# dm_bist_ctrl_flat

dm_bist_ctrl_flat, gate families picked out:
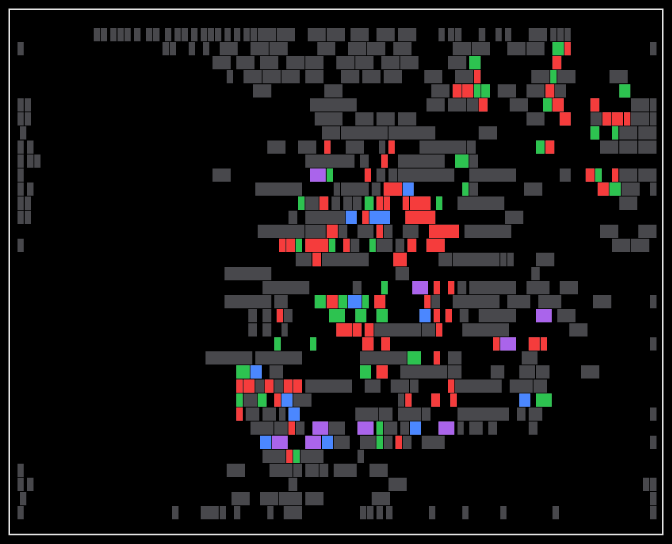
dm_bist_ctrl_flat, track usage over the die:
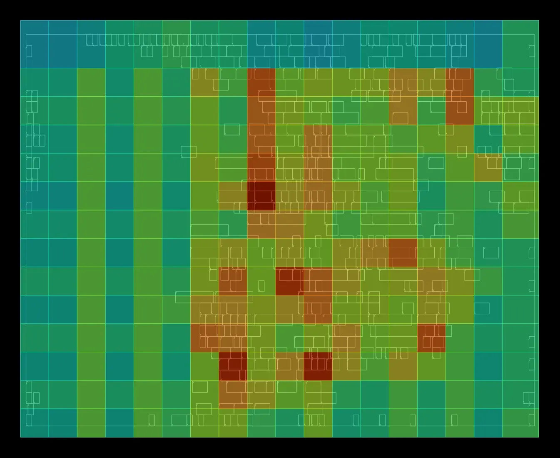
dm_bist_ctrl_flat, placed cells, one color a class:
The bar under the picture is 50 microns long.
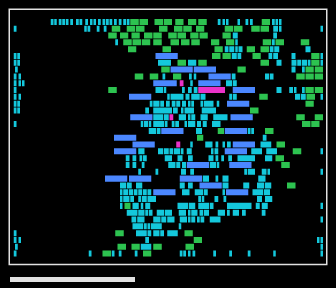
[src/rtl/dm_bist_pkg.sv]
// Shared types and March C- element tables for the data-memory BIST controller.
// Diagnostics capture in dm_bist_ctrl is enabled by the DM_BIST_DIAG_EN macro.
package dm_bist_pkg;

  typedef enum logic [3:0] {
    ST_IDLE, ST_M0, ST_M1, ST_M2, ST_M3, ST_M4, ST_M5, ST_DRAIN, ST_DONE
  } state_e;

  typedef enum logic [2:0] {
    EL_M0 = 3'd0, EL_M1 = 3'd1, EL_M2 = 3'd2, EL_M3 = 3'd3, EL_M4 = 3'd4, EL_M5 = 3'd5
  } elem_e;

  typedef enum logic {PH_RD, PH_WR} phase_e;

  localparam logic [31:0] B0 = 32'h0000_0000;
  localparam logic [31:0] B1 = 32'hFFFF_FFFF;

  function automatic elem_e state_elem(input state_e s);
    case (s)
      ST_M1:   return EL_M1;
      ST_M2:   return EL_M2;
      ST_M3:   return EL_M3;
      ST_M4:   return EL_M4;
      ST_M5:   return EL_M5;
      default: return EL_M0;
    endcase
  endfunction

  function automatic state_e elem_state(input elem_e e);
    case (e)
      EL_M0:   return ST_M0;
      EL_M1:   return ST_M1;
      EL_M2:   return ST_M2;
      EL_M3:   return ST_M3;
      EL_M4:   return ST_M4;
      default: return ST_M5;
    endcase
  endfunction

  function automatic elem_e elem_next(input elem_e e);
    case (e)
      EL_M0:   return EL_M1;
      EL_M1:   return EL_M2;
      EL_M2:   return EL_M3;
      EL_M3:   return EL_M4;
      default: return EL_M5;
    endcase
  endfunction

  // Direction and background tables; a background bit of 1 means B1.
  function automatic logic elem_down(input elem_e e);
    return (e == EL_M3) || (e == EL_M4);
  endfunction

  function automatic logic elem_has_rd(input elem_e e);
    return e != EL_M0;
  endfunction

  function automatic logic elem_has_wr(input elem_e e);
    return e != EL_M5;
  endfunction

  function automatic logic elem_rd_bg(input elem_e e);
    return (e == EL_M2) || (e == EL_M4);
  endfunction

  function automatic logic elem_wr_bg(input elem_e e);
    return (e == EL_M1) || (e == EL_M3);
  endfunction

endpackage

[src/rtl/dm_bist_if.sv]
// BIST port group between the BIST controller (master) and the data-memory wrapper (slave).
interface dm_bist_if #(
  parameter int ADDR_W = 14,
  parameter int DATA_W = 32
);
  logic              bist_mode;
  logic [ADDR_W-1:0] bist_addr;
  logic [DATA_W-1:0] bist_data;
  logic              bist_wen;
  logic [DATA_W-1:0] q;

  modport master (output bist_mode, bist_addr, bist_data, bist_wen, input q);
  modport slave  (input bist_mode, bist_addr, bist_data, bist_wen, output q);
endinterface

[src/rtl/dm_bist_addr_gen.sv]
// Up/down BIST address counter with load to 0 or LAST_ADDR and terminal-count detect.
module dm_bist_addr_gen #(
  parameter int          ADDR_W    = 14,
  parameter int unsigned LAST_ADDR = 2**ADDR_W-1
) (
  input  logic              clk,
  input  logic              rst,
  input  logic              load,
  input  logic              load_last,
  input  logic              step,
  input  logic              down,
  output logic [ADDR_W-1:0] addr,
  output logic              tc
);
  localparam logic [ADDR_W-1:0] LAST = ADDR_W'(LAST_ADDR);

  always_ff @(posedge clk or posedge rst) begin
    if (rst) begin
      addr <= '0;
    end else if (load) begin
      addr <= load_last ? LAST : '0;
    end else if (step) begin
      addr <= down ? addr - 1'b1 : addr + 1'b1;
    end
  end

  assign tc = down ? (addr == '0) : (addr == LAST);
endmodule

[src/rtl/dm_bist_ctrl.sv]
// March C- BIST sequencer: FSM, read-compare pipeline and first-failure capture.
// Define DM_BIST_DIAG_EN to build the fail_elem/addr/exp/act capture registers.
module dm_bist_ctrl
  import dm_bist_pkg::*;
#(
  parameter int          ADDR_W    = 14,
  parameter int          DATA_W    = 32,
  parameter int unsigned LAST_ADDR = 2**ADDR_W-1
) (
  input  logic              clk,
  input  logic              rst,
  input  logic              start_i,
  input  logic              abort_i,
  dm_bist_if.master         bus,
  output logic              busy_o,
  output logic              done_o,
  output logic              fail_o,
  output logic [2:0]        fail_elem_o,
  output logic [ADDR_W-1:0] fail_addr_o,
  output logic [DATA_W-1:0] fail_exp_o,
  output logic [DATA_W-1:0] fail_act_o,
  output state_e            dbg_state
);

  function automatic logic [DATA_W-1:0] bg_word(input logic b);
    return {DATA_W{b}};
  endfunction

  state_e            state_q, state_d;
  phase_e            phase_q, phase_d;
  elem_e             cur_elem, nxt_elem;
  logic              mode_q, mode_d, wen_q, wen_d, busy_q, busy_d, done_q, done_d;
  logic [DATA_W-1:0] data_q, data_d;
  logic              clr, cur_rd;
  logic              ag_load, ag_load_last, ag_step, ag_down, tc;
  logic [ADDR_W-1:0] addr;

  dm_bist_addr_gen #(.ADDR_W(ADDR_W), .LAST_ADDR(LAST_ADDR)) u_addr_gen (
    .clk       (clk),
    .rst       (rst),
    .load      (ag_load),
    .load_last (ag_load_last),
    .step      (ag_step),
    .down      (ag_down),
    .addr      (addr),
    .tc        (tc)
  );

  // state_q/phase_q/addr always describe the op currently on the BIST port.
  assign cur_elem = state_elem(state_q);
  assign ag_down  = elem_down(cur_elem);
  assign cur_rd   = (state_q inside {ST_M1, ST_M2, ST_M3, ST_M4, ST_M5}) && (phase_q == PH_RD);

  // Handshake: start_i is a one-cycle request taken only in IDLE/DONE; abort_i wins
  // over it everywhere; busy_o stays high from the first op until DRAIN completes.
  always_comb begin
    state_d      = state_q;
    phase_d      = phase_q;
    nxt_elem     = cur_elem;
    mode_d       = 1'b0;
    wen_d        = 1'b1;
    data_d       = data_q;
    busy_d       = 1'b0;
    done_d       = done_q;
    clr          = 1'b0;
    ag_load      = 1'b0;
    ag_load_last = 1'b0;
    ag_step      = 1'b0;
    case (state_q)
      ST_IDLE, ST_DONE: begin
        if (start_i) begin
          state_d = ST_M0;
          phase_d = PH_RD;
          ag_load = 1'b1;
          mode_d  = 1'b1;
          wen_d   = 1'b0;
          data_d  = bg_word(elem_wr_bg(EL_M0));
          busy_d  = 1'b1;
          done_d  = 1'b0;
          clr     = 1'b1;
        end
      end
      ST_DRAIN: begin
        state_d = ST_DONE;
        done_d  = 1'b1;
      end
      default: begin
        busy_d = 1'b1;
        mode_d = 1'b1;
        if (elem_has_rd(cur_elem) && elem_has_wr(cur_elem) && phase_q == PH_RD) begin
          phase_d = PH_WR;
          wen_d   = 1'b0;
          data_d  = bg_word(elem_wr_bg(cur_elem));
        end else if (!tc) begin
          ag_step = 1'b1;
          phase_d = PH_RD;
          if (!elem_has_rd(cur_elem)) begin
            wen_d  = 1'b0;
            data_d = bg_word(elem_wr_bg(cur_elem));
          end
        end else if (state_q == ST_M5) begin
          state_d = ST_DRAIN;
        end else begin
          // Every element after M0 opens with a read at its start address.
          nxt_elem     = elem_next(cur_elem);
          state_d      = elem_state(nxt_elem);
          phase_d      = PH_RD;
          ag_load      = 1'b1;
          ag_load_last = elem_down(nxt_elem);
        end
      end
    endcase
    if (abort_i) begin
      state_d = ST_IDLE;
      phase_d = PH_RD;
      mode_d  = 1'b0;
      wen_d   = 1'b1;
      data_d  = data_q;
      busy_d  = 1'b0;
      done_d  = done_q;
      clr     = 1'b0;
      ag_load = 1'b0;
      ag_step = 1'b0;
    end
  end

  always_ff @(posedge clk or posedge rst) begin
    if (rst) begin
      state_q <= ST_IDLE;
      phase_q <= PH_RD;
      mode_q  <= 1'b0;
      wen_q   <= 1'b1;
      data_q  <= '0;
      busy_q  <= 1'b0;
      done_q  <= 1'b0;
    end else begin
      state_q <= state_d;
      phase_q <= phase_d;
      mode_q  <= mode_d;
      wen_q   <= wen_d;
      data_q  <= data_d;
      busy_q  <= busy_d;
      done_q  <= done_d;
    end
  end

  // Compare pipeline: a read registers its expectation, q arrives one edge later.
  logic              pend_v, mismatch, fail_q;
  logic [DATA_W-1:0] pend_exp;

  assign mismatch = pend_v && !abort_i && (bus.q != pend_exp);

  always_ff @(posedge clk or posedge rst) begin
    if (rst) begin
      pend_v   <= 1'b0;
      pend_exp <= '0;
      fail_q   <= 1'b0;
    end else begin
      pend_v   <= cur_rd && !abort_i;
      pend_exp <= bg_word(elem_rd_bg(cur_elem));
      if (clr) begin
        fail_q <= 1'b0;
      end else if (mismatch) begin
        fail_q <= 1'b1;
      end
    end
  end

`ifdef DM_BIST_DIAG_EN
  elem_e             pend_elem;
  logic [ADDR_W-1:0] pend_addr;
  logic [2:0]        cap_elem;
  logic [ADDR_W-1:0] cap_addr;
  logic [DATA_W-1:0] cap_exp, cap_act;

  always_ff @(posedge clk or posedge rst) begin
    if (rst) begin
      pend_elem <= EL_M0;
      pend_addr <= '0;
      cap_elem  <= '0;
      cap_addr  <= '0;
      cap_exp   <= '0;
      cap_act   <= '0;
    end else begin
      pend_elem <= cur_elem;
      pend_addr <= addr;
      if (clr) begin
        cap_elem <= '0;
        cap_addr <= '0;
        cap_exp  <= '0;
        cap_act  <= '0;
      end else if (mismatch && !fail_q) begin
        cap_elem <= pend_elem;
        cap_addr <= pend_addr;
        cap_exp  <= pend_exp;
        cap_act  <= bus.q;
      end
    end
  end

  assign fail_elem_o = cap_elem;
  assign fail_addr_o = cap_addr;
  assign fail_exp_o  = cap_exp;
  assign fail_act_o  = cap_act;
`else
  assign fail_elem_o = '0;
  assign fail_addr_o = '0;
  assign fail_exp_o  = '0;
  assign fail_act_o  = '0;
`endif

  assign bus.bist_mode = mode_q;
  assign bus.bist_addr = addr;
  assign bus.bist_data = data_q;
  assign bus.bist_wen  = wen_q;
  assign busy_o        = busy_q;
  assign done_o        = done_q;
  assign fail_o        = fail_q;
  assign dbg_state     = state_q;

endmodule

[src/flat_wrapper.sv]
// flat-port wrapper written by rule: the top's interface ports become plain ports
module dm_bist_ctrl_flat import dm_bist_pkg::*;
#(
  parameter int          ADDR_W    = 14,
  parameter int          DATA_W    = 32,
  parameter int unsigned LAST_ADDR = 2**ADDR_W-1
)
  (clk, rst, start_i, abort_i, busy_o, done_o, fail_o, fail_elem_o, fail_addr_o, fail_exp_o, fail_act_o, dbg_state, bus_bist_mode, bus_bist_addr, bus_bist_data, bus_bist_wen, bus_q);
  dm_bist_if #(.ADDR_W(ADDR_W), .DATA_W(DATA_W)) bus_i ();
  input  logic clk;
  input  logic rst;
  input  logic start_i;
  input  logic abort_i;
  output logic busy_o;
  output logic done_o;
  output logic fail_o;
  output logic [2:0] fail_elem_o;
  output logic [ADDR_W-1:0] fail_addr_o;
  output logic [DATA_W-1:0] fail_exp_o;
  output logic [DATA_W-1:0] fail_act_o;
  output state_e dbg_state;
  output wire logic [$bits(bus_i.bist_mode)-1:0] bus_bist_mode;
  output wire logic [$bits(bus_i.bist_addr)-1:0] bus_bist_addr;
  output wire logic [$bits(bus_i.bist_data)-1:0] bus_bist_data;
  output wire logic [$bits(bus_i.bist_wen)-1:0] bus_bist_wen;
  input wire logic [$bits(bus_i.q)-1:0] bus_q;
  assign bus_bist_mode = bus_i.bist_mode;
  assign bus_bist_addr = bus_i.bist_addr;
  assign bus_bist_data = bus_i.bist_data;
  assign bus_bist_wen = bus_i.bist_wen;
  assign bus_i.q = bus_q;
  dm_bist_ctrl #(.ADDR_W(ADDR_W), .DATA_W(DATA_W), .LAST_ADDR(LAST_ADDR)) u_core (.clk(clk), .rst(rst), .start_i(start_i), .abort_i(abort_i), .bus(bus_i), .busy_o(busy_o), .done_o(done_o), .fail_o(fail_o), .fail_elem_o(fail_elem_o), .fail_addr_o(fail_addr_o), .fail_exp_o(fail_exp_o), .fail_act_o(fail_act_o), .dbg_state(dbg_state));
endmodule
[config.mk]
export PLATFORM = sky130hd
export DESIGN_NAME = dm_bist_ctrl_flat
export DESIGN_NICKNAME = d
export VERILOG_FILES = /design/src/rtl/dm_bist_pkg.sv /design/src/rtl/dm_bist_if.sv /design/src/rtl/dm_bist_addr_gen.sv /design/src/rtl/dm_bist_ctrl.sv /design/src/flat_wrapper.sv
export SDC_FILE = /design/constraint.sdc
export NUM_CORES = 1
export LEC_CHECK = 0
export CORE_ASPECT_RATIO = 0.8
export CORE_UTILIZATION = 25
export CTS_BUF_LIST = sky130_fd_sc_hd__clkbuf_2
export DETAILED_ROUTE_END_ITERATION = 10
export PLACE_DENSITY = 0.54
export SETUP_SLACK_MARGIN = 0.3
export SLEW_MARGIN = 20
export SYNTH_ARGS = -nofsm -noshare
export SYNTH_HDL_FRONTEND = slang
export SYNTH_HIERARCHICAL = 1
export SYNTH_SLANG_ARGS = --single-unit
[constraint.sdc]
create_clock -name clk -period 5.4 [get_ports clk]
set_input_delay 1.35 -clock clk [delete_from_list [all_inputs] [get_ports clk]]
set_output_delay 1.35 -clock clk [all_outputs]
set_load 0.1 [all_outputs]
==> results.json <==
{
  "status": "complete, no violations",
  "lay_top_cells": "90 x clkdlybuf4s50_1, 81 x conb_1, 34 x nor2_1",
  "slowest_stage": "clkdlybuf4s50_1",
  "period_needed_ns": 3.90,
  "synth_flops": 26,
  "numClockSinks": 26,
  "syn-cell-area_sq_mm": 0.00308,
  "fmaxAchievable_ghz": 0.257,
  "yosysChipArea_sq_mm": 0.00308,
  "fin_crit_sh": 0.721,
  "ys_types": 60,
  "ys_top_logic_family": "buffers and inverters",
  "max_cap_viol_count": 0,
  "wl_met3_microns": 400,
  "met2_usage": 0.171,
  "seq_area_sq_um": 652,
  "grt_pass1_vias": 2234,
  "ff_type": "dfrtp_1",
  "die_x_microns": 126,
  "worstSkewPairLatency_ns": 0.37,
  "sh_seq_area": 0.180,
  "cp-end-kind": "primary output",
  "post_cts_buffers": 0,
  "critPathMaxFanout": 33,
  "logic_gates": 303,
  "r2r_setup_slack_ns": 1.71,
  "ioPinCount": 172,
  "cp-startpoint": "u_core/bus.bist_data[30]$_DFFE_PP0P_",
  "p_comb_w": 0.00124,
  "buf_share": 0.256
}
Notes on 'gate families picked out' of dm_bist_ctrl_flat above:
legend:
  red:
    family: NOR gates
    cells: 73
  purple:
    family: XOR/XNOR gates
    cells: 9
    where: bottom center
  green:
    family: NAND gates
    cells: 39
  blue:
    family: AND and OR gates
    cells: 12

Notes on 'track usage over the die' of dm_bist_ctrl_flat above:
total track usage: 0.102
WL per Instance: 12.3 microns

Notes on 'placed cells, one color a class' of dm_bist_ctrl_flat above:
legend:
  cyan:
    class: all other logic
    cells: 312
  magenta:
    class: clock drivers and dummy loads
    cells: 4
  blue:
    class: flops
    cells: 26
  green:
    class: other buffers and delay cells
    cells: 93


# multicycle_control_fsm

`src/rtl/multicycle_control_fsm.sv`:
```
// Main sequencer for the multi-cycle RV32I CPU.
// Steps each instruction through IF/ID/EX/MEM/WB and decodes the datapath controls
// from the current state plus opcode/bcond/mem_ready. Memory states stretch on
// mem_ready; a stalled memory trips mem_error and parks the CPU in HALT.
module multicycle_control_fsm #(
    parameter int unsigned MEM_WAIT_LIMIT = 16
) (
    input  logic       clk,
    input  logic       reset,
    input  logic [6:0] opcode,
    input  logic       bcond,
    input  logic       halt_req,
    input  logic       mem_ready,
    output logic       pc_write,
    output logic       pc_source,
    output logic       i_or_d,
    output logic       mem_read,
    output logic       mem_write,
    output logic       ir_write,
    output logic       mdr_write,
    output logic       alu_out_write,
    output logic       alu_src_a,
    output logic [1:0] alu_src_b,
    output logic       ALU_op_sig,
    output logic       reg_write,
    output logic [1:0] wb_sel,
    output logic       retire,
    output logic       is_halted,
    output logic       mem_error
);

    localparam logic [6:0] OPC_LOAD      = 7'b0000011;
    localparam logic [6:0] OPC_STORE     = 7'b0100011;
    localparam logic [6:0] OPC_ARITH     = 7'b0110011;
    localparam logic [6:0] OPC_ARITH_IMM = 7'b0010011;
    localparam logic [6:0] OPC_BRANCH    = 7'b1100011;
    localparam logic [6:0] OPC_JAL       = 7'b1101111;
    localparam logic [6:0] OPC_JALR      = 7'b1100111;
    localparam logic [6:0] OPC_SYSTEM    = 7'b1110011;

    localparam int CNT_W = (MEM_WAIT_LIMIT < 2) ? 1 : $clog2(MEM_WAIT_LIMIT + 1);

    typedef enum logic [2:0] {
        S_IF, S_ID, S_EX, S_MEM, S_WB, S_PC_INC, S_HALT
    } state_t;

    state_t           state_q, state_d;
    logic [CNT_W-1:0] wait_q, wait_d;
    logic             mem_error_q, mem_error_d;
    logic             is_halted_q, is_halted_d;
    logic             in_mem_phase;
    logic             limit_hit;

    // Memory-wait watchdog: the limit trips on the cycle that would be the
    // MEM_WAIT_LIMIT-th consecutive not-ready cycle in IF or MEM.
    always_comb begin
        in_mem_phase = (state_q == S_IF) || (state_q == S_MEM);
        limit_hit    = (MEM_WAIT_LIMIT != 0) && in_mem_phase && !mem_ready &&
                       ((32'(wait_q) + 32'd1) >= MEM_WAIT_LIMIT);
    end

    // Next-state, wait counter and sticky flag update.
    always_comb begin
        state_d = state_q;
        case (state_q)
            S_IF: begin
                if (limit_hit)      state_d = S_HALT;
                else if (mem_ready) state_d = S_ID;
            end
            S_ID: begin
                case (opcode)
                    OPC_SYSTEM:    state_d = halt_req ? S_HALT : S_PC_INC;
                    OPC_ARITH, OPC_ARITH_IMM, OPC_LOAD, OPC_STORE,
                    OPC_JALR, OPC_BRANCH, OPC_JAL:
                                   state_d = S_EX;
                    default:       state_d = S_PC_INC;
                endcase
            end
            S_EX: begin
                case (opcode)
                    OPC_ARITH, OPC_ARITH_IMM, OPC_JALR: state_d = S_WB;
                    OPC_LOAD, OPC_STORE:                state_d = S_MEM;
                    OPC_BRANCH:                         state_d = bcond ? S_IF : S_PC_INC;
                    OPC_JAL:                            state_d = S_IF;
                    default:                            state_d = S_PC_INC;
                endcase
            end
            S_MEM: begin
                if (limit_hit)      state_d = S_HALT;
                else if (mem_ready) state_d = (opcode == OPC_LOAD) ? S_WB : S_IF;
            end
            S_WB, S_PC_INC: state_d = S_IF;
            S_HALT:         state_d = S_HALT;
            default:        state_d = S_IF;
        endcase

        // Counter only runs while parked in the same memory state waiting;
        // any state change or a ready cycle starts it over from zero.
        wait_d = '0;
        if (in_mem_phase && !mem_ready && (state_d == state_q))
            wait_d = (wait_q == '1) ? wait_q : wait_q + CNT_W'(1);

        mem_error_d = mem_error_q | limit_hit;
        is_halted_d = is_halted_q | (state_d == S_HALT);
    end

    // State register and sticky flags; reset restarts fetch from IF.
    always_ff @(posedge clk or posedge reset) begin
        if (reset) begin
            state_q     <= S_IF;
            wait_q      <= '0;
            mem_error_q <= 1'b0;
            is_halted_q <= 1'b0;
        end else begin
            state_q     <= state_d;
            wait_q      <= wait_d;
            mem_error_q <= mem_error_d;
            is_halted_q <= is_halted_d;
        end
    end

    // Datapath control decode; everything is held at zero while reset is high.
    always_comb begin
        pc_write      = 1'b0;
        pc_source     = 1'b0;
        i_or_d        = 1'b0;
        mem_read      = 1'b0;
        mem_write     = 1'b0;
        ir_write      = 1'b0;
        mdr_write     = 1'b0;
        alu_out_write = 1'b0;
        alu_src_a     = 1'b0;
        alu_src_b     = 2'b00;
        ALU_op_sig    = 1'b0;
        reg_write     = 1'b0;
        wb_sel        = 2'b00;
        retire        = 1'b0;
        is_halted     = is_halted_q && !reset;
        mem_error     = mem_error_q && !reset;
        if (!reset) begin
            case (state_q)
                S_IF: begin
                    mem_read = 1'b1;
                    ir_write = mem_ready;
                end
                S_ID: begin
                    alu_src_b     = 2'b10;
                    alu_out_write = 1'b1;
                end
                S_EX: begin
                    ALU_op_sig = 1'b1;
                    case (opcode)
                        OPC_ARITH: begin
                            alu_src_a     = 1'b1;
                            alu_out_write = 1'b1;
                        end
                        OPC_ARITH_IMM, OPC_LOAD, OPC_STORE, OPC_JALR: begin
                            alu_src_a     = 1'b1;
                            alu_src_b     = 2'b10;
                            alu_out_write = 1'b1;
                        end
                        OPC_BRANCH: begin
                            alu_src_a = 1'b1;
                            pc_source = 1'b1;
                            pc_write  = bcond;
                            retire    = bcond;
                        end
                        OPC_JAL: begin
                            ALU_op_sig = 1'b0;
                            alu_src_b  = 2'b01;
                            reg_write  = 1'b1;
                            wb_sel     = 2'b10;
                            pc_source  = 1'b1;
                            pc_write   = 1'b1;
                            retire     = 1'b1;
                        end
                        default: ALU_op_sig = 1'b0;
                    endcase
                end
                S_MEM: begin
                    i_or_d = 1'b1;
                    if (opcode == OPC_LOAD) begin
                        mem_read  = 1'b1;
                        mdr_write = mem_ready;
                    end else begin
                        mem_write = 1'b1;
                        if (mem_ready) begin
                            alu_src_b = 2'b01;
                            pc_write  = 1'b1;
                            retire    = 1'b1;
                        end
                    end
                end
                S_WB: begin
                    alu_src_b = 2'b01;
                    pc_write  = 1'b1;
                    retire    = 1'b1;
                    reg_write = 1'b1;
                    if (opcode == OPC_JALR) begin
                        wb_sel    = 2'b10;
                        pc_source = 1'b1;
                    end else if (opcode == OPC_LOAD) begin
                        wb_sel = 2'b01;
                    end
                end
                S_PC_INC: begin
                    alu_src_b = 2'b01;
                    pc_write  = 1'b1;
                    retire    = 1'b1;
                end
                default: ;
            endcase
        end
    end

endmodule

```
`config.mk`:
```
export PLATFORM = sky130hd
export DESIGN_NAME = multicycle_control_fsm
export DESIGN_NICKNAME = d
export VERILOG_FILES = /design/src/rtl/multicycle_control_fsm.sv
export SDC_FILE = /design/constraint.sdc
export NUM_CORES = 1
export LEC_CHECK = 0
export ABC_AREA = 1
export CAP_MARGIN = 20
export CORE_UTILIZATION = 25
export DETAILED_ROUTE_END_ITERATION = 12
export GPL_TIMING_DRIVEN = 1
export PLACE_DENSITY = 0.6
export SLEW_MARGIN = 25
export SYNTH_ARGS = -nofsm -noshare
export SYNTH_HDL_FRONTEND = slang
export SYNTH_SLANG_ARGS = --single-unit
```
`constraint.sdc`:
```
create_clock -name clk -period 1.7 [get_ports clk]
set_input_delay 0.425 -clock clk [delete_from_list [all_inputs] [get_ports clk]]
set_output_delay 0.425 -clock clk [all_outputs]
set_load 0.02 [all_outputs]
```
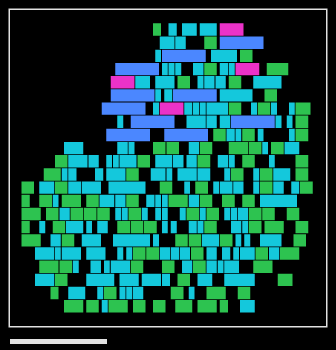
multicycle_control_fsm: placed cells, one color a class
The bar under the picture is 20 microns long.
legend:
  green:
    class: other buffers and delay cells
    cells: 99
  blue:
    class: flops
    cells: 10
  cyan:
    class: all other logic
    cells: 153
  magenta:
    class: clock drivers and dummy loads
    cells: 4

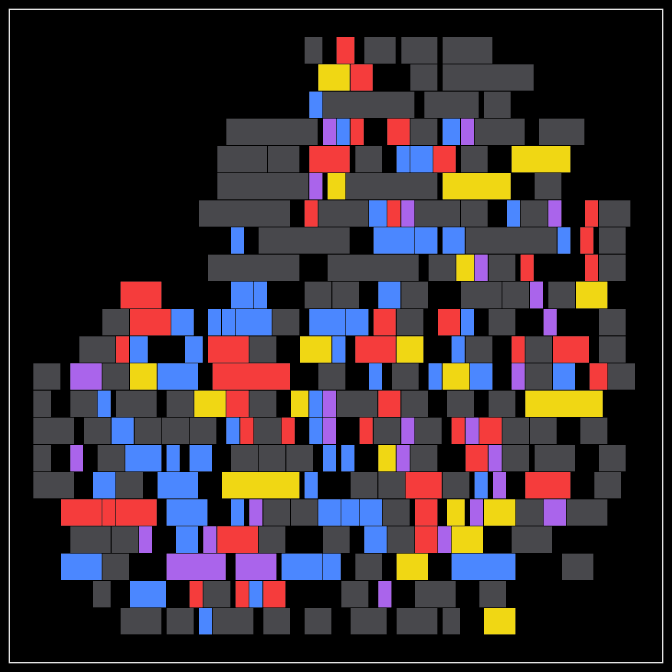
multicycle_control_fsm: gate families picked out
legend:
  yellow:
    family: inverting AOI/OAI gates
    cells: 20
  blue:
    family: NAND gates
    cells: 59
  purple:
    family: inverters
    cells: 27
  red:
    family: NOR gates
    cells: 42

==> results.json <==
{
  "hold_start": "is_halted_q$_DFF_PP0_",
  "syn_to_final_growth_pct": 118,
  "synth_top_cell_by_count": "nand2_1",
  "powerClk_w": 0.000298,
  "logic_gates": 126,
  "final_nets": 281,
  "n_fill_cell": 351,
  "cp-startpoint": "state_q[1]$_DFF_PP0_",
  "setup_viol": 24,
  "final_area_sq_mm": 0.00218,
  "max_slew_margin": 0.758,
  "holdPathStages": 2,
  "die_area_sq_mm": 0.00426,
  "top_power_group": "combinational cells",
  "violations": "setup timing",
  "status": "finished with violations",
  "path_delay_family": "simple AND/OR/NAND/NOR gates",
  "cts_hold_buf": 0,
  "synth.cellmix.simpleShare": 0.451,
  "timing.final.ws_setup_ns": -0.260,
  "vias": 1393,
  "crit_type": "reg2out",
  "rr_endpoint": "wait_q[2]$_DFFE_PP0P_",
  "yosys_warnings": 0,
  "worstPathArrival_ns": 1.54,
  "hpwl_mm": 2.36,
  "cp.required_ns": 1.27,
  "adder_share": 0.0250
}


==> screenshots <==
Clock wires, drivers and flops.
(a)
The bar under the picture is 20 microns long.
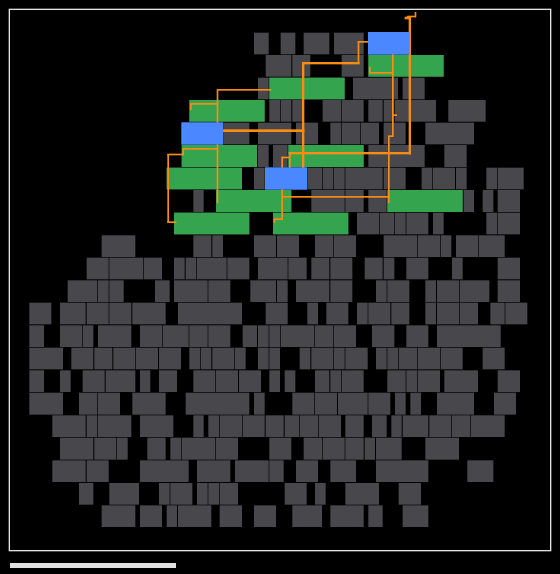
(b)
The bar under the picture is 50 microns long.
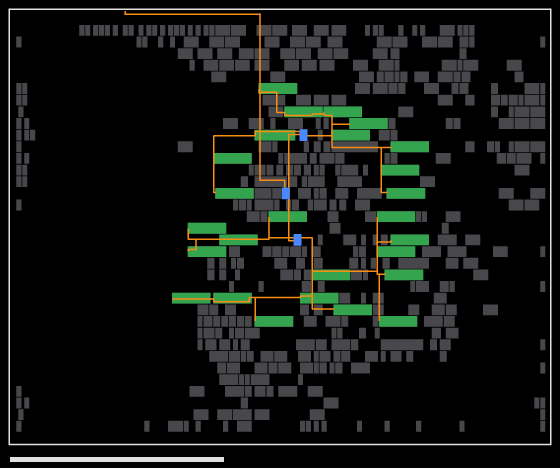
For multicycle_control_fsm, see (a).
For dm_bist_ctrl_flat, see (b).


==> layout pictures side by side <==
Register map, names as in the netlist.
picture 1
The bar under the picture is 50 microns long. Other sequential cells in the stronger gray, the rest of the logic in the fainter gray.
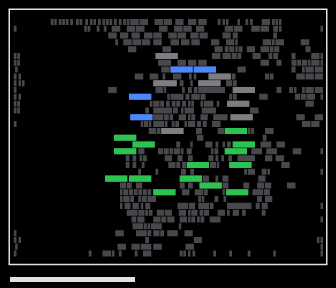
picture 2
The bar under the picture is 20 microns long. Other sequential cells in the stronger gray, the rest of the logic in the fainter gray.
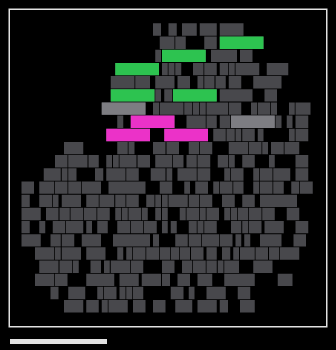
- most sequential cells: picture 1
picture 2: multicycle_control_fsm
picture 1: dm_bist_ctrl_flat

Key to picture 2:
legend:
  magenta:
    signal: state_q
    flops: 3
  green:
    signal: wait_q
    flops: 5
    where: top center
not colored: 2

